==================== block 1
==> block_1/m4.png <==
Drawn at 1 px/um.
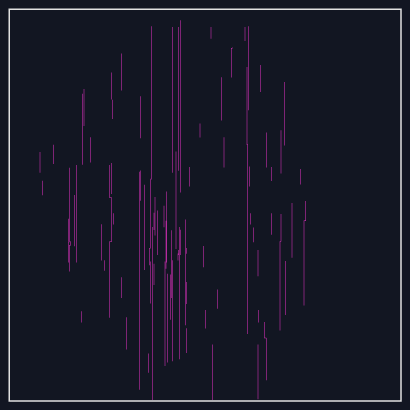
==> block_1/util_map.png <==
The die is cut into 39 by 39 equal tiles; white is low, dark blue is high, 0 to 100% covered.
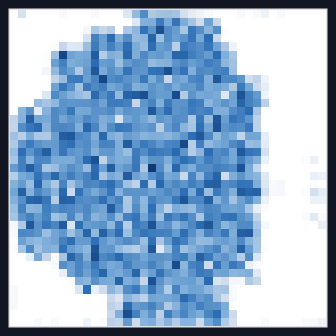
==> block_1/congestion_map.png <==
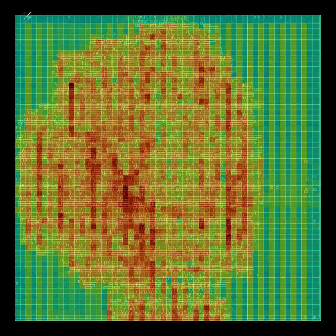
--- src/rtl/ft_lockstep_recovery_if.sv ---
// rtl/ft_lockstep_recovery_if.sv - core compare streams and recovery outputs of the lockstep checker
interface ft_lockstep_recovery_if #(
  parameter int DATA_W = 32,
  parameter int ADDR_W = 5,
  parameter int CNT_W  = 8
);
  logic              c0_we_i,     c1_we_i;
  logic [ADDR_W-1:0] c0_waddr_i,  c1_waddr_i;
  logic [DATA_W-1:0] c0_wdata_i,  c1_wdata_i;
  logic              c0_retire_i, c1_retire_i;
  logic [DATA_W-1:0] c0_pc_i,     c1_pc_i;
  logic              halt_o;
  logic              error_o;
  logic [CNT_W-1:0]  err_count_o;
  logic              rst_we_o;
  logic [ADDR_W-1:0] rst_addr_o;
  logic [DATA_W-1:0] rst_data_o;
  logic              resume_o;
  logic [DATA_W-1:0] resume_pc_o;
  logic [ADDR_W-1:0] err_addr_o;
  logic [DATA_W-1:0] err_syn_o;

  modport master (
    output c0_we_i, c1_we_i, c0_waddr_i, c1_waddr_i, c0_wdata_i, c1_wdata_i,
           c0_retire_i, c1_retire_i, c0_pc_i, c1_pc_i,
    input  halt_o, error_o, err_count_o, rst_we_o, rst_addr_o, rst_data_o,
           resume_o, resume_pc_o, err_addr_o, err_syn_o
  );

  modport slave (
    input  c0_we_i, c1_we_i, c0_waddr_i, c1_waddr_i, c0_wdata_i, c1_wdata_i,
           c0_retire_i, c1_retire_i, c0_pc_i, c1_pc_i,
    output halt_o, error_o, err_count_o, rst_we_o, rst_addr_o, rst_data_o,
           resume_o, resume_pc_o, err_addr_o, err_syn_o
  );
endinterface

--- src/rtl/ft_lockstep_recovery.sv ---
// rtl/ft_lockstep_recovery.sv - lockstep divergence detector with shadow register-file restore
// Optional divergence logging (err_addr_o/err_syn_o) enabled by defining FT_ERR_LOG_EN.
module ft_lockstep_recovery #(
  parameter int                NUM_REGS  = 32,
  parameter int                DATA_W    = 32,
  parameter int                ADDR_W    = 5,
  parameter int                CNT_W     = 8,
  parameter logic [DATA_W-1:0] BOOT_ADDR = 32'h0000_0080
) (
  input  logic                    clk_i,
  input  logic                    rst_i,
  ft_lockstep_recovery_if.slave   bus
);
  typedef enum logic [1:0] {RUN, RESTORE, RESUME} state_t;

  localparam logic [ADDR_W-1:0] LAST_IDX = ADDR_W'(NUM_REGS - 1);

  state_t            state_q, state_d;
  logic [ADDR_W-1:0] idx_q;
  logic [DATA_W-1:0] shadow_q [NUM_REGS];
  logic [CNT_W-1:0]  cnt_q;
  logic [DATA_W-1:0] resume_pc_q;
  logic              error_q;
  logic              mismatch, event_det, reg_commit, pc_commit;
  logic              halt, rst_we, resume;

  always_comb begin
    mismatch = (bus.c0_we_i != bus.c1_we_i)
             | (bus.c0_we_i & bus.c1_we_i & ((bus.c0_waddr_i != bus.c1_waddr_i)
                                          | (bus.c0_wdata_i != bus.c1_wdata_i)))
             | (bus.c0_retire_i != bus.c1_retire_i)
             | (bus.c0_retire_i & bus.c1_retire_i & (bus.c0_pc_i != bus.c1_pc_i));
  end

  // Core streams only matter while running; recovery ignores them entirely.
  assign event_det  = (state_q == RUN) & mismatch;
  assign reg_commit = (state_q == RUN) & ~mismatch & bus.c0_we_i & bus.c1_we_i
                    & (bus.c0_waddr_i != '0);
  assign pc_commit  = (state_q == RUN) & ~mismatch & bus.c0_retire_i & bus.c1_retire_i;

  always_ff @(posedge clk_i) begin
    if (rst_i) state_q <= RUN;
    else       state_q <= state_d;
  end

  always_comb begin
    state_d = state_q;
    halt    = 1'b0;
    rst_we  = 1'b0;
    resume  = 1'b0;
    case (state_q)
      RUN:     if (mismatch) state_d = RESTORE;
      RESTORE: begin
        halt   = 1'b1;
        rst_we = 1'b1;
        if (idx_q == LAST_IDX) state_d = RESUME;
      end
      RESUME:  begin
        halt    = 1'b1;
        resume  = 1'b1;
        state_d = RUN;
      end
      default: state_d = RUN;
    endcase
  end

  always_ff @(posedge clk_i) begin
    if (rst_i) begin
      idx_q       <= '0;
      error_q     <= 1'b0;
      cnt_q       <= '0;
      resume_pc_q <= BOOT_ADDR;
      for (int i = 0; i < NUM_REGS; i++) shadow_q[i] <= '0;
    end else begin
      error_q <= event_det;
      if (event_det) begin
        idx_q <= ADDR_W'(1);
        if (cnt_q != '1) cnt_q <= cnt_q + CNT_W'(1);
      end else if (state_q == RESTORE) begin
        idx_q <= idx_q + ADDR_W'(1);
      end
      if (reg_commit) shadow_q[bus.c0_waddr_i] <= bus.c0_wdata_i;
      if (pc_commit)  resume_pc_q <= bus.c0_pc_i;
    end
  end

  assign bus.halt_o      = halt;
  assign bus.error_o     = error_q;
  assign bus.err_count_o = cnt_q;
  assign bus.rst_we_o    = rst_we;
  assign bus.rst_addr_o  = rst_we ? idx_q : '0;
  assign bus.rst_data_o  = rst_we ? shadow_q[idx_q] : '0;
  assign bus.resume_o    = resume;
  assign bus.resume_pc_o = resume_pc_q;

`ifdef FT_ERR_LOG_EN
  logic [ADDR_W-1:0] err_addr_q;
  logic [DATA_W-1:0] err_syn_q;

  always_ff @(posedge clk_i) begin
    if (rst_i) begin
      err_addr_q <= '0;
      err_syn_q  <= '0;
    end else if (event_det) begin
      err_addr_q <= bus.c0_waddr_i;
      err_syn_q  <= bus.c0_wdata_i ^ bus.c1_wdata_i;
    end
  end

  assign bus.err_addr_o = err_addr_q;
  assign bus.err_syn_o  = err_syn_q;
`else
  assign bus.err_addr_o = '0;
  assign bus.err_syn_o  = '0;
`endif
endmodule

--- src/flat_wrapper.sv ---
// flat-port wrapper written by rule: the top's interface ports become plain ports
module ft_lockstep_recovery_flat 
#(
  parameter int                NUM_REGS  = 32,
  parameter int                DATA_W    = 32,
  parameter int                ADDR_W    = 5,
  parameter int                CNT_W     = 8,
  parameter logic [DATA_W-1:0] BOOT_ADDR = 32'h0000_0080
)
  (clk_i, rst_i, bus_c0_we_i, bus_c1_we_i, bus_c0_waddr_i, bus_c1_waddr_i, bus_c0_wdata_i, bus_c1_wdata_i, bus_c0_retire_i, bus_c1_retire_i, bus_c0_pc_i, bus_c1_pc_i, bus_halt_o, bus_error_o, bus_err_count_o, bus_rst_we_o, bus_rst_addr_o, bus_rst_data_o, bus_resume_o, bus_resume_pc_o, bus_err_addr_o, bus_err_syn_o);
  ft_lockstep_recovery_if #(.DATA_W(DATA_W), .ADDR_W(ADDR_W), .CNT_W(CNT_W)) bus_i ();
  input  logic clk_i;
  input  logic rst_i;
  input wire logic [$bits(bus_i.c0_we_i)-1:0] bus_c0_we_i;
  input wire logic [$bits(bus_i.c1_we_i)-1:0] bus_c1_we_i;
  input wire logic [$bits(bus_i.c0_waddr_i)-1:0] bus_c0_waddr_i;
  input wire logic [$bits(bus_i.c1_waddr_i)-1:0] bus_c1_waddr_i;
  input wire logic [$bits(bus_i.c0_wdata_i)-1:0] bus_c0_wdata_i;
  input wire logic [$bits(bus_i.c1_wdata_i)-1:0] bus_c1_wdata_i;
  input wire logic [$bits(bus_i.c0_retire_i)-1:0] bus_c0_retire_i;
  input wire logic [$bits(bus_i.c1_retire_i)-1:0] bus_c1_retire_i;
  input wire logic [$bits(bus_i.c0_pc_i)-1:0] bus_c0_pc_i;
  input wire logic [$bits(bus_i.c1_pc_i)-1:0] bus_c1_pc_i;
  output wire logic [$bits(bus_i.halt_o)-1:0] bus_halt_o;
  output wire logic [$bits(bus_i.error_o)-1:0] bus_error_o;
  output wire logic [$bits(bus_i.err_count_o)-1:0] bus_err_count_o;
  output wire logic [$bits(bus_i.rst_we_o)-1:0] bus_rst_we_o;
  output wire logic [$bits(bus_i.rst_addr_o)-1:0] bus_rst_addr_o;
  output wire logic [$bits(bus_i.rst_data_o)-1:0] bus_rst_data_o;
  output wire logic [$bits(bus_i.resume_o)-1:0] bus_resume_o;
  output wire logic [$bits(bus_i.resume_pc_o)-1:0] bus_resume_pc_o;
  output wire logic [$bits(bus_i.err_addr_o)-1:0] bus_err_addr_o;
  output wire logic [$bits(bus_i.err_syn_o)-1:0] bus_err_syn_o;
  assign bus_i.c0_we_i = bus_c0_we_i;
  assign bus_i.c1_we_i = bus_c1_we_i;
  assign bus_i.c0_waddr_i = bus_c0_waddr_i;
  assign bus_i.c1_waddr_i = bus_c1_waddr_i;
  assign bus_i.c0_wdata_i = bus_c0_wdata_i;
  assign bus_i.c1_wdata_i = bus_c1_wdata_i;
  assign bus_i.c0_retire_i = bus_c0_retire_i;
  assign bus_i.c1_retire_i = bus_c1_retire_i;
  assign bus_i.c0_pc_i = bus_c0_pc_i;
  assign bus_i.c1_pc_i = bus_c1_pc_i;
  assign bus_halt_o = bus_i.halt_o;
  assign bus_error_o = bus_i.error_o;
  assign bus_err_count_o = bus_i.err_count_o;
  assign bus_rst_we_o = bus_i.rst_we_o;
  assign bus_rst_addr_o = bus_i.rst_addr_o;
  assign bus_rst_data_o = bus_i.rst_data_o;
  assign bus_resume_o = bus_i.resume_o;
  assign bus_resume_pc_o = bus_i.resume_pc_o;
  assign bus_err_addr_o = bus_i.err_addr_o;
  assign bus_err_syn_o = bus_i.err_syn_o;
  ft_lockstep_recovery #(.NUM_REGS(NUM_REGS), .DATA_W(DATA_W), .ADDR_W(ADDR_W), .CNT_W(CNT_W), .BOOT_ADDR(BOOT_ADDR)) u_core (.clk_i(clk_i), .rst_i(rst_i), .bus(bus_i));
endmodule
--- config.mk ---
export PLATFORM = sky130hd
export DESIGN_NAME = ft_lockstep_recovery_flat
export DESIGN_NICKNAME = d
export VERILOG_FILES = /design/src/rtl/ft_lockstep_recovery_if.sv /design/src/rtl/ft_lockstep_recovery.sv /design/src/flat_wrapper.sv
export SDC_FILE = /design/constraint.sdc
export NUM_CORES = 2
export LEC_CHECK = 0
export CORE_MARGIN = 1
export CORE_UTILIZATION = 33
export CTS_CLUSTER_SIZE = 14
export DETAILED_ROUTE_END_ITERATION = 12
export GPL_ROUTABILITY_DRIVEN = 0
export PLACE_DENSITY = 0.59
export SYNTH_ARGS = -nofsm -noshare
export SYNTH_HDL_FRONTEND = slang
export SYNTH_SLANG_ARGS = --single-unit
--- constraint.sdc ---
create_clock -name clk_i -period 8.6 [get_ports clk_i]
set_input_delay 1.72 -clock clk_i [delete_from_list [all_inputs] [get_ports clk_i]]
set_output_delay 1.72 -clock clk_i [all_outputs]
set_load 0.03 [all_outputs]
==> results.txt <==
Hold Crit Endpoint = u_core.bus.resume_pc_o[7]
Inverters = 4
failing checks = DRC
ao+oa area frac = 0.00312
fillers = 13794
end of the worst register-to-register path = u_core.shadow_q[18][8]
Power Clock = 4.67 mW
post-synthesis adder-cell area fraction = 0.00201
Clock-cell share = 0.0597
actual slew at the worst max-slew pin = 1.28 ns
share of cells above drive strength 1 = 0.194
Comb. pwr = 1.28 mW
Top non-seq family = multiplexers
RSZ-0062 raised after global routing = false
Routed Antenna Nets = 0
Worst-path clk slew = 0.06 ns
initial DRC count = 2892
chip width = 390 um
Biggest Area Class = flip-flops and latches
worst r2r src = u_core.state_q[1]
critical path required time = 6.88 ns
status = complete, but fails checks
Total Power = 11.9 mW
Top pwr grp = registers
WL met1 = 61900 um
sw power = 2.91 mW
Comb area = 0.0167 mm^2
H-Tree Depth = 3
Placed Area = 0.0542 mm^2
synth top area cells = edfxtp_1 62%, mux4_2 14%, and2_1 13%
wire length of the first global-routing pass = 211000 um
I/O pin total = 262
Die Y = 390 um
Critical Path Start Type = flip-flop
Comb area share = 0.290
full die area = 0.152 mm^2
cells after synthesis = 3094
Async SR Flop Fraction = 0
Mux area share = 0.159
Tap Count = 2016
Repair and plain buffers = 335
DRC Markers = 3
Crit. Startpoint = u_core.idx_q[0]
Root Buffer = clkbuf_16
power per cell area = 207 mW/mm^2
total track usage = 0.197
part of the power in registers = 0.500
Rows = 142
initial antenna violation count = 11
Top cells excl fill/tap = 1024 x edfxtp_1, 997 x and2_1, 320 x mux4_2
switching share of power = 0.244
Log Warnings = 28
Comb gates = 1755
R2R depth = 8
Comb pwr share = 0.108
Clock Power Share = 0.392
Sequential Power = 5.95 mW
Layout area overhead = 16.0%
fmax = 157 MHz
met2 Track Usage GR = 0.334
## Picture notes: block_1/m4.png
share of all routed wire: 3.1%
wire length on this layer: 4640 um
main direction: vertical
via count: 27188
Detailed Route WL: 150000 um

## Picture notes: block_1/util_map.png
fullest tile: 96%
nearly empty tiles: 31%
tiles over 75% full: 6.8%
CORE AREA: 0.150 mm^2
fp_density: 0.332

## Picture notes: block_1/congestion_map.png
GRT Max-Usage Layer: met2
drt wl/cell: 27.9 um
global routing usage on met1: 0.261

critical path, stage by stage (launching register included):
cell	delay, ns
dfxtp_4	0.89
buf_4	0.63
mux4_2	0.62
mux4_2	0.51
mux2i_1	0.42
nor2b_1	0.13
clkdlybuf4s50_1	0.63
registers in the layout (all words and copies together), names as in the netlist:
register                flops
u_core.state_q              2
u_core.idx_q                5
u_core.bus.resume_pc_o     32
u_core.shadow_q          1024
u_core.bus.err_count_o      8
u_core.bus.error_o          1

==================== block 2
==> block_2/clock_wires.png <==
Drawn at 4 px/um.
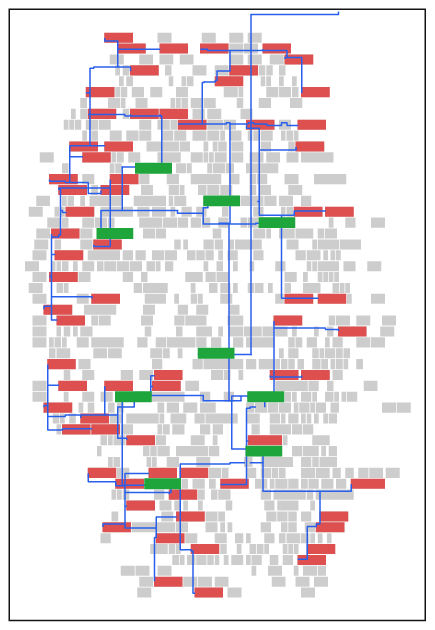
**src/rtl/subleq_pc_mt_pkg.sv**
```systemverilog
// Shared constants for the multithreaded SUBLEQ program-counter unit and
// its round-robin helper.
package subleq_pc_mt_pkg;

    localparam int DEFAULT_WIDTH   = 16;
    localparam int DEFAULT_THREADS = 4;
    localparam int DEFAULT_STEP    = 1;

    // Slot reached by moving `off` positions forward from `idx` in a ring of `n` slots.
    function automatic int wrap_idx(input int idx, input int off, input int n);
        return (idx + off) % n;
    endfunction

endpackage

```
**src/rtl/subleq_rr_next.sv**
```systemverilog
// Combinational circular search: first set bit of run_i strictly after
// cur_i, wrapping around; offset THREADS lands back on cur_i itself, so a
// lone running current thread is re-selected.
module subleq_rr_next
    import subleq_pc_mt_pkg::*;
#(
    parameter int  THREADS = DEFAULT_THREADS,
    localparam int TW      = $clog2(THREADS)
) (
    input  logic [THREADS-1:0] run_i,
    input  logic [TW-1:0]      cur_i,
    output logic [TW-1:0]      next_o,
    output logic               any_o
);

    logic          found;
    logic [TW-1:0] idx;

    // Scan forward from cur_i+1 and latch the first running slot found.
    always_comb begin
        next_o = cur_i;
        found  = 1'b0;
        idx    = cur_i;
        for (int k = 1; k <= THREADS; k++) begin
            idx = TW'(wrap_idx(int'(cur_i), k, THREADS));
            if (!found && run_i[idx]) begin
                found  = 1'b1;
                next_o = idx;
            end
        end
    end

    assign any_o = |run_i;

endmodule

```
**src/rtl/subleq_pc_mt.sv**
```systemverilog
// Multithreaded program counter: THREADS independent PCs, one committed
// update per enabled cycle, round-robin rotation over running threads.
// Every output decodes from registers only.
module subleq_pc_mt
    import subleq_pc_mt_pkg::*;
#(
    parameter int  WIDTH        = DEFAULT_WIDTH,
    parameter int  THREADS      = DEFAULT_THREADS,
    parameter int  STEP         = DEFAULT_STEP,
    parameter int  HALT_ON_SELF = 1,
    localparam int TW           = $clog2(THREADS)
) (
    input  logic               clk,
    input  logic               areset,
    input  logic               en,
    input  logic               branch,
    input  logic               inc,
    input  logic               halt,
    input  logic [WIDTH-1:0]   addr,
    input  logic               start_valid,
    input  logic [TW-1:0]      start_tid,
    input  logic [WIDTH-1:0]   start_addr,
    output logic [WIDTH-1:0]   pc_out,
    output logic [TW-1:0]      tid_out,
    output logic               valid_out,
    output logic [THREADS-1:0] halted,
    output logic               all_halted
);

    localparam logic [WIDTH-1:0] STEP_W = WIDTH'(STEP);

    logic [WIDTH-1:0]   pc_q [THREADS];
    logic [WIDTH-1:0]   pc_d [THREADS];
    logic [THREADS-1:0] run_q, run_d;
    logic [TW-1:0]      cur_q, cur_d;

    logic [WIDTH-1:0]   cur_pc;
    logic               commit;
    logic               self_branch;
    logic               launch_ok;
    logic [TW-1:0]      rr_next;
    logic               rr_any;

    assign cur_pc      = pc_q[cur_q];
    // A dead current slot cannot commit, which also makes the control inputs
    // irrelevant whenever valid_out is low.
    assign commit      = en && run_q[cur_q];
    assign self_branch = (HALT_ON_SELF != 0) && branch && (addr == cur_pc);
    assign launch_ok   = start_valid && (int'(start_tid) < THREADS);

    // Per-thread PC/run update; the launch is applied last so it overrides
    // a same-cycle commit on the same thread.
    always_comb begin
        pc_d  = pc_q;
        run_d = run_q;
        if (commit) begin
            if (branch) begin
                pc_d[cur_q] = addr;
            end else if (inc) begin
                pc_d[cur_q] = cur_pc + STEP_W;
            end
            if (halt || self_branch) begin
                run_d[cur_q] = 1'b0;
            end
        end
        if (launch_ok) begin
            pc_d[start_tid]  = start_addr;
            run_d[start_tid] = 1'b1;
        end
    end

    subleq_rr_next #(
        .THREADS (THREADS)
    ) u_rr_next (
        .run_i  (run_d),
        .cur_i  (cur_q),
        .next_o (rr_next),
        .any_o  (rr_any)
    );

    // Rotate after a commit, or skip off a dead slot; a stalled live thread keeps its slot.
    always_comb begin
        cur_d = cur_q;
        if ((commit || !run_q[cur_q]) && rr_any) begin
            cur_d = rr_next;
        end
    end

    // State registers with synchronous reset: only thread 0 runs from PC 0.
    always_ff @(posedge clk) begin
        if (areset) begin
            for (int i = 0; i < THREADS; i++) begin
                pc_q[i] <= '0;
            end
            run_q <= THREADS'(1);
            cur_q <= '0;
        end else begin
            pc_q  <= pc_d;
            run_q <= run_d;
            cur_q <= cur_d;
        end
    end

    assign pc_out     = cur_pc;
    assign tid_out    = cur_q;
    assign valid_out  = run_q[cur_q];
    assign halted     = ~run_q;
    assign all_halted = &halted;

endmodule
```
**config.mk**
```make
export PLATFORM = sky130hd
export DESIGN_NAME = subleq_pc_mt
export DESIGN_NICKNAME = d
export VERILOG_FILES = /design/src/rtl/subleq_pc_mt_pkg.sv /design/src/rtl/subleq_rr_next.sv /design/src/rtl/subleq_pc_mt.sv
export SDC_FILE = /design/constraint.sdc
export NUM_CORES = 1
export LEC_CHECK = 0
export ABC_CLOCK_PERIOD_IN_PS = 3100
export CAP_MARGIN = 20
export CORE_ASPECT_RATIO = 1.5
export CORE_MARGIN = 3
export CORE_UTILIZATION = 33
export DETAILED_ROUTE_END_ITERATION = 12
export PLACE_DENSITY = 0.66
export SYNTH_ARGS = -nofsm -noshare
export SYNTH_HDL_FRONTEND = slang
export SYNTH_SLANG_ARGS = --single-unit
export TNS_END_PERCENT = 20
```
**constraint.sdc**
```tcl
create_clock -name clk -period 3.1 [get_ports clk]
set_input_delay 0.31 -clock clk [delete_from_list [all_inputs] [get_ports clk]]
set_output_delay 0.31 -clock clk [all_outputs]
set_load 0.05 [all_outputs]
```
==> results.txt <==
status = complete, but fails checks
failing checks = setup timing
Rows = 52
Comb. pwr = 2.86 mW
register area = 0.00141 mm^2
Yosys Instances = 559
power per cell area = 816 mW/mm^2
DRC Markers = 0
part of the power in registers = 0.239
fin crit period = 3.29 ns
Tightest Hold Check Type = input port to flip-flop
hold wc startpoint = areset
Num CTS Buffers = 9
ao+oa area frac = 0.282
first-pass iteration count of the detailed router = 5
met2 wire len = 9950 um
Worst setup EP type = flip-flop
yosys warns = 0
actual slew at the worst max-slew pin = 0.832 ns
Setup Buffers After CTS = 2
pin count of the biggest net entering global routing = 42
Yosys top cell by area = dfxtp_1
Top Metal Used = met4
worst r2r src = tid_out[0]
XOR Share, Synth = 0.0371
share of cells above drive strength 1 = 0.208
Synth Flop Type = dfxtp_1
critical path required time = 3.32 ns
Hold Crit Endpoint = run_q[1]
Biggest Area Class = logic gates
worst setup path endpoint = tid_out[0]
vias in the first global route = 5440
Die Y = 152 um
initial DRC count = 411
sequential share of the synthesized area = 0.297
cell-internal power = 2.93 mW
I/O Buffers = 64
Final Cell Area = 0.00632 mm^2
sw power = 2.23 mW
worst slack, placed = -0.220 ns
Worst Path Arrival = 3.51 ns
Synthesized Nets = 605
H-Tree Depth = 3
drt wl/cell = 23.3 um
delay-heaviest family, CP = multiplexers
Top non-seq family = AND-OR/OR-AND gates
Routed Antenna Nets = 0
Avg Cell Area, Syn = 8.44 um^2
worst vdd ir = 417 uV
crit-path cells = buf_4 > mux4_2 > a2bb2oi_1 > o221ai_1 > nor4_2 > nand3_2 > a31o_1 > mux4_2 > o2111ai_2 > mux2_4
Finish-stage setup viols = 1
R2R depth = 10
Comb area = 0.00311 mm^2
Clock-cell share = 0.0469
Setup WS post-layout = -0.188 ns
Comb area share = 0.493
met2 Track Usage GR = 0.438
clock sink count = 70
# nets final = 706
Layout area overhead = 33.9%
Tap Count = 189
WL met1 = 7330 um
Top pwr grp = combinational logic
Placed Area = 0.00593 mm^2
EDFF count, synth = 0
Comb pwr share = 0.555
initial antenna violation count = 0
Longest Clk Path Bufs = 2
Detailed Route WL = 19900 um
About block_2/clock_wires.png:
[flip-flops] red | count: 70
[clock-net drivers] green | count: 9
[clock wires] blue | length: 1090 um
routed clock nets: 10
clock latency (worst-skew pair): 0.34 ns
Clock Power Share: 0.206
Clock Skew: 0.00788 ns
Power Clock: 1.06 mW

-- layout by cell type, fill, tap and decap left out, types with 6 or more instances in the layout --
cell type         n
mux4_2           17
a21oi_1          56
xor2_1           10
o21ai_0          20
xnor2_1           8
a2bb2oi_1        15
nand3_1           9
clkdlybuf4s50_1  63
dfxtp_1          68
nor2_1           43
clkbuf_16         9
a221oi_1         11
buf_4            68
a31oi_1           6
mux2i_1          19
inv_1            14
o221ai_1         48
and3_1            7
nand2_1          75
nor3_1           13
-- registers in the layout (all words and copies together), names as in the netlist --
register  cells
pc_q         64
run_q         4
tid_out       2

==================== block 3
==> block_3/floorplan.png <==
Drawn at 3 px/um. Pins as bars on the die edge.
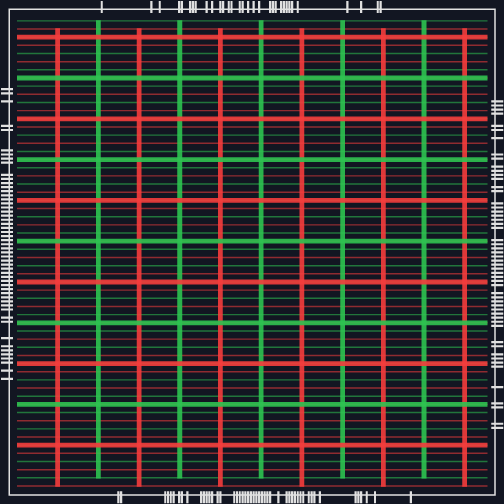
==> block_3/util_map.png <==
Drawn at 1.5 px/um. The die is cut into 16 by 16 equal tiles; white is low, dark blue is high, 0 to 100% covered.
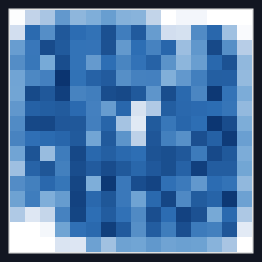
==> block_3/clock_wires.png <==
Drawn at 4 px/um.
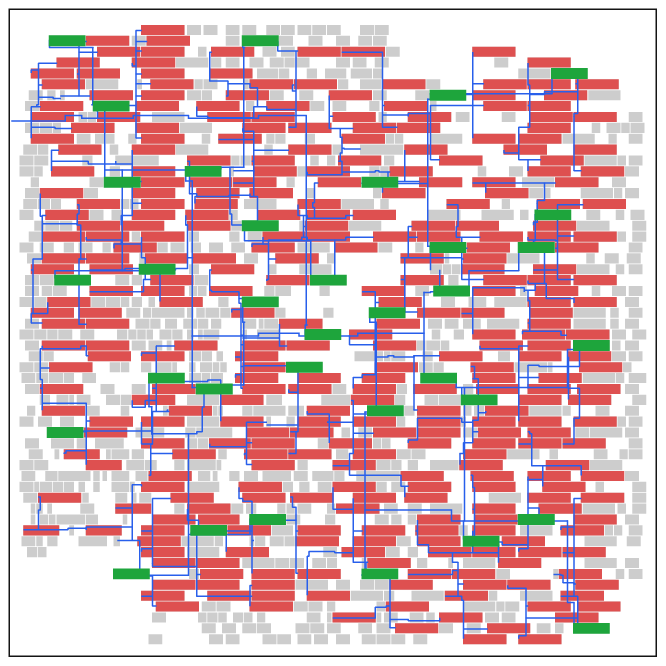
### src/rtl/decode_queue.sv
// decode_queue
//   Instruction queue between fetch (IF) and decode (ID). It holds DEPTH
//   entries and uses valid/ready handshakes on both sides. Register indices,
//   the SYSTEM flag and RV32I legality are pre-decoded when an entry is
//   enqueued and are stored with it. The head outputs therefore come straight
//   from registered storage. Fetch can run ahead while decode is stalled.
//
// Parameters
//   DEPTH       number of entries (power of two, >= 2)
//   PC_W        program-counter width
//   ENABLE_CSR  1: SYSTEM opcode is legal and is echoed on out_csr_inst
//               0: SYSTEM opcode is flagged invalid
//
// Ports
//   clk            rising-edge clock
//   rst            asynchronous active-low reset
//   flush          synchronous; drops every entry and any same-cycle push
//   in_valid/in_ready/in_inst/in_pc        enqueue side
//   out_valid/out_ready/out_inst/out_pc    head entry / dequeue side
//   out_rs1/out_rs2/out_rd                 pre-decoded register indices
//   out_csr_inst   head instruction when it is a SYSTEM opcode, else 0
//   out_is_system  head opcode == 1110011
//   out_invalid    head is not a legal RV32I instruction
//   count          occupancy

module decode_queue #(
  parameter int DEPTH      = 4,
  parameter int PC_W       = 32,
  parameter bit ENABLE_CSR = 1'b1
) (
  input  logic                         clk,
  input  logic                         rst,
  input  logic                         flush,
  input  logic                         in_valid,
  output logic                         in_ready,
  input  logic [31:0]                  in_inst,
  input  logic [PC_W-1:0]              in_pc,
  output logic                         out_valid,
  input  logic                         out_ready,
  output logic [31:0]                  out_inst,
  output logic [PC_W-1:0]              out_pc,
  output logic [4:0]                   out_rs1,
  output logic [4:0]                   out_rs2,
  output logic [4:0]                   out_rd,
  output logic [31:0]                  out_csr_inst,
  output logic                         out_is_system,
  output logic                         out_invalid,
  output logic [$clog2(DEPTH+1)-1:0]   count
);

  localparam int PTR_W = $clog2(DEPTH);
  localparam int CNT_W = $clog2(DEPTH+1);

  localparam logic [6:0] OPC_LUI    = 7'b0110111;
  localparam logic [6:0] OPC_AUIPC  = 7'b0010111;
  localparam logic [6:0] OPC_JAL    = 7'b1101111;
  localparam logic [6:0] OPC_JALR   = 7'b1100111;
  localparam logic [6:0] OPC_BRANCH = 7'b1100011;
  localparam logic [6:0] OPC_LOAD   = 7'b0000011;
  localparam logic [6:0] OPC_STORE  = 7'b0100011;
  localparam logic [6:0] OPC_OP_IMM = 7'b0010011;
  localparam logic [6:0] OPC_OP     = 7'b0110011;
  localparam logic [6:0] OPC_SYSTEM = 7'b1110011;

  localparam logic [31:0] NOP_INST = 32'h0000_0013;

  typedef struct packed {
    logic [31:0] inst;
    logic [4:0]  rs1;
    logic [4:0]  rs2;
    logic [4:0]  rd;
    logic        is_system;
    logic        invalid;
  } entry_t;

  entry_t                 mem    [DEPTH];
  logic [PC_W-1:0]        pc_mem [DEPTH];

  logic [PTR_W-1:0]       wptr;
  logic [PTR_W-1:0]       rptr;
  logic [CNT_W-1:0]       cnt_q;

  logic                   push;
  logic                   pop;
  entry_t                 dec;
  entry_t                 head;

  // ---------------------------------------------------------------------------
  // Handshakes. in_ready looks only at the registered count, so a full queue
  // refuses a push even while the head is being popped in the same cycle.
  // ---------------------------------------------------------------------------
  assign in_ready  = (cnt_q != CNT_W'(DEPTH));
  assign out_valid = (cnt_q != '0);
  assign push      = in_valid && in_ready && !flush;
  assign pop       = out_valid && out_ready && !flush;
  assign count     = cnt_q;

  // ---------------------------------------------------------------------------
  // Enqueue-time pre-decode
  // ---------------------------------------------------------------------------
  always_comb begin
    logic [6:0] opcode;
    logic [2:0] funct3;
    logic [6:0] funct7;
    logic       legal;

    opcode = in_inst[6:0];
    funct3 = in_inst[14:12];
    funct7 = in_inst[31:25];
    legal  = 1'b0;

    dec           = '0;
    dec.inst      = in_inst;
    dec.rs1       = in_inst[19:15];
    dec.rs2       = in_inst[24:20];
    dec.rd        = in_inst[11:7];
    dec.is_system = 1'b0;

    case (opcode)
      OPC_LUI, OPC_AUIPC, OPC_JAL: begin
        dec.rs1 = '0;
        dec.rs2 = '0;
        legal   = 1'b1;
      end
      OPC_OP_IMM: begin
        dec.rs2 = '0;
        // Only the shift-immediates constrain funct7; the shamt occupies the
        // low bits of the immediate, so the upper bits must be a valid funct7.
        if (funct3 == 3'b001)
          legal = (funct7 == 7'b0000000);
        else if (funct3 == 3'b101)
          legal = (funct7 == 7'b0000000) || (funct7 == 7'b0100000);
        else
          legal = 1'b1;
      end
      OPC_LOAD: begin
        dec.rs2 = '0;
        legal   = (funct3 == 3'b000) || (funct3 == 3'b001) || (funct3 == 3'b010) ||
                  (funct3 == 3'b100) || (funct3 == 3'b101);
      end
      OPC_JALR: begin
        dec.rs2 = '0;
        legal   = (funct3 == 3'b000);
      end
      OPC_STORE: begin
        dec.rd = '0;
        legal  = (funct3 == 3'b000) || (funct3 == 3'b001) || (funct3 == 3'b010);
      end
      OPC_BRANCH: begin
        dec.rd = '0;
        legal  = (funct3 != 3'b010) && (funct3 != 3'b011);
      end
      OPC_OP: begin
        // funct7 0100000 exists only for SUB and SRA.
        legal = (funct7 == 7'b0000000) ||
                ((funct7 == 7'b0100000) && ((funct3 == 3'b000) || (funct3 == 3'b101)));
      end
      OPC_SYSTEM: begin
        dec.rs2       = '0;
        dec.is_system = 1'b1;
        legal         = ENABLE_CSR;
      end
      default: legal = 1'b0;
    endcase

    dec.invalid = !legal;
  end

  // ---------------------------------------------------------------------------
  // Storage. Payload is not reset; the count gates every head output.
  // ---------------------------------------------------------------------------
  always_ff @(posedge clk) begin
    if (push) begin
      mem[wptr]    <= dec;
      pc_mem[wptr] <= in_pc;
    end
  end

  // ---------------------------------------------------------------------------
  // Pointers and occupancy. DEPTH is a power of two, so the pointers wrap
  // naturally.
  // ---------------------------------------------------------------------------
  always_ff @(posedge clk or negedge rst) begin
    if (!rst) begin
      wptr  <= '0;
      rptr  <= '0;
      cnt_q <= '0;
    end else if (flush) begin
      wptr  <= '0;
      rptr  <= '0;
      cnt_q <= '0;
    end else begin
      if (push) wptr <= wptr + PTR_W'(1);
      if (pop)  rptr <= rptr + PTR_W'(1);
      case ({push, pop})
        2'b10:   cnt_q <= cnt_q + CNT_W'(1);
        2'b01:   cnt_q <= cnt_q - CNT_W'(1);
        default: cnt_q <= cnt_q;
      endcase
    end
  end

  // ---------------------------------------------------------------------------
  // Head presentation. An empty queue shows a NOP with every other field 0.
  // ---------------------------------------------------------------------------
  assign head = mem[rptr];

  always_comb begin
    out_inst      = NOP_INST;
    out_pc        = '0;
    out_rs1       = '0;
    out_rs2       = '0;
    out_rd        = '0;
    out_csr_inst  = '0;
    out_is_system = 1'b0;
    out_invalid   = 1'b0;
    if (out_valid) begin
      out_inst      = head.inst;
      out_pc        = pc_mem[rptr];
      out_rs1       = head.rs1;
      out_rs2       = head.rs2;
      out_rd        = head.rd;
      out_is_system = head.is_system;
      out_invalid   = head.invalid;
      out_csr_inst  = (head.is_system && ENABLE_CSR) ? head.inst : '0;
    end
  end

endmodule

### config.mk
export PLATFORM = sky130hd
export DESIGN_NAME = decode_queue
export DESIGN_NICKNAME = d
export VERILOG_FILES = /design/src/rtl/decode_queue.sv
export SDC_FILE = /design/constraint.sdc
export NUM_CORES = 1
export LEC_CHECK = 0
export CAP_MARGIN = 20
export CORE_MARGIN = 2
export CORE_UTILIZATION = 55
export DETAILED_ROUTE_END_ITERATION = 16
export PLACE_DENSITY = 0.77
export SLEW_MARGIN = 0
export SYNTH_ARGS = -nofsm -noshare
export SYNTH_HDL_FRONTEND = slang
export SYNTH_SLANG_ARGS = --single-unit
### constraint.sdc
create_clock -name clk -period 3.8 [get_ports clk]
set_input_delay 0.76 -clock clk [delete_from_list [all_inputs] [get_ports clk]]
set_output_delay 0.76 -clock clk [all_outputs]
set_load 0.03 [all_outputs]
==> results.txt <==
synthesized cell area = 0.0136 mm^2
Top pwr grp = combinational logic
Comb. pwr = 5.11 mW
Biggest Area Class = flip-flops and latches
status = completed
worst-path fanout max = 18
Clock-cell share = 0.0625
CP max stage cell = clkdlybuf4s50_1
part of the power in registers = 0.344
total track usage = 0.209
Routed Antenna Nets = 0
final non-filler cell total = 1283
Yosys chip area = 0.0136 mm^2
DP Wirelength = 16900 um
Setup WS post-layout = 0.0544 ns
Yosys Instances = 732
Rows = 57
delay-heaviest family, CP = buffers and inverters
fin crit period = 3.75 ns
Final period util = 0.986
synth top area cells = edfxtp_1 71%, mux4_2 8.6%, nor2b_1 4.0%
Final Hold Viols = 0
placed insts = 1214
worst r2r src = count[0]
via-per-instance ratio = 5.79
## Picture notes: block_3/floorplan.png
[VSS] red
[VDD] green
met1 rails: 58
rows: 57
met4 straps: 11
met5 straps: 11
signal pins: 187
CORE AREA: 0.0243 mm^2
worst vdd ir: 921 uV
Die Y: 161 um
chip width: 161 um

## Picture notes: block_3/util_map.png
nearly empty tiles: 4.3%
tiles over 75% full: 42%
fullest tile: 98%
mean over tiles: 64%
fp_density: 0.560
fin util: 0.700

## Picture notes: block_3/clock_wires.png
[flip-flops] red | count: 331
[clock wires] blue | length: 3440 um
[clock-net drivers] green | count: 34
flops lie: all over the die
Clock Power Share: 0.251
Power Clock: 3.17 mW

## registers in the layout, indices dropped and copies added, names as in the netlist
name    count
wptr        2
count       3
mem       196
pc_mem    128
rptr        2
## layer usage
layer	up-vias	routed length (um)	GRT usage	share of wire
li1	3389	-	-	-
met1	3717	11200	0.290	0.42
met2	266	13100	0.338	0.49
met3	56	1900	0.0419	0.071
met4	2	727	0.0690	0.027
met5	-	11	0	0.00041
## worst register-to-register path: stages (launching register included)
cell and delay, ns:
dfrtp_1 0.54, or3b_1 0.36, nand2_8 0.09, nor2_1 0.23, and2_4 0.53, buf_4 0.35

No activity file was given, so power comes from the tool's default toggle rates.
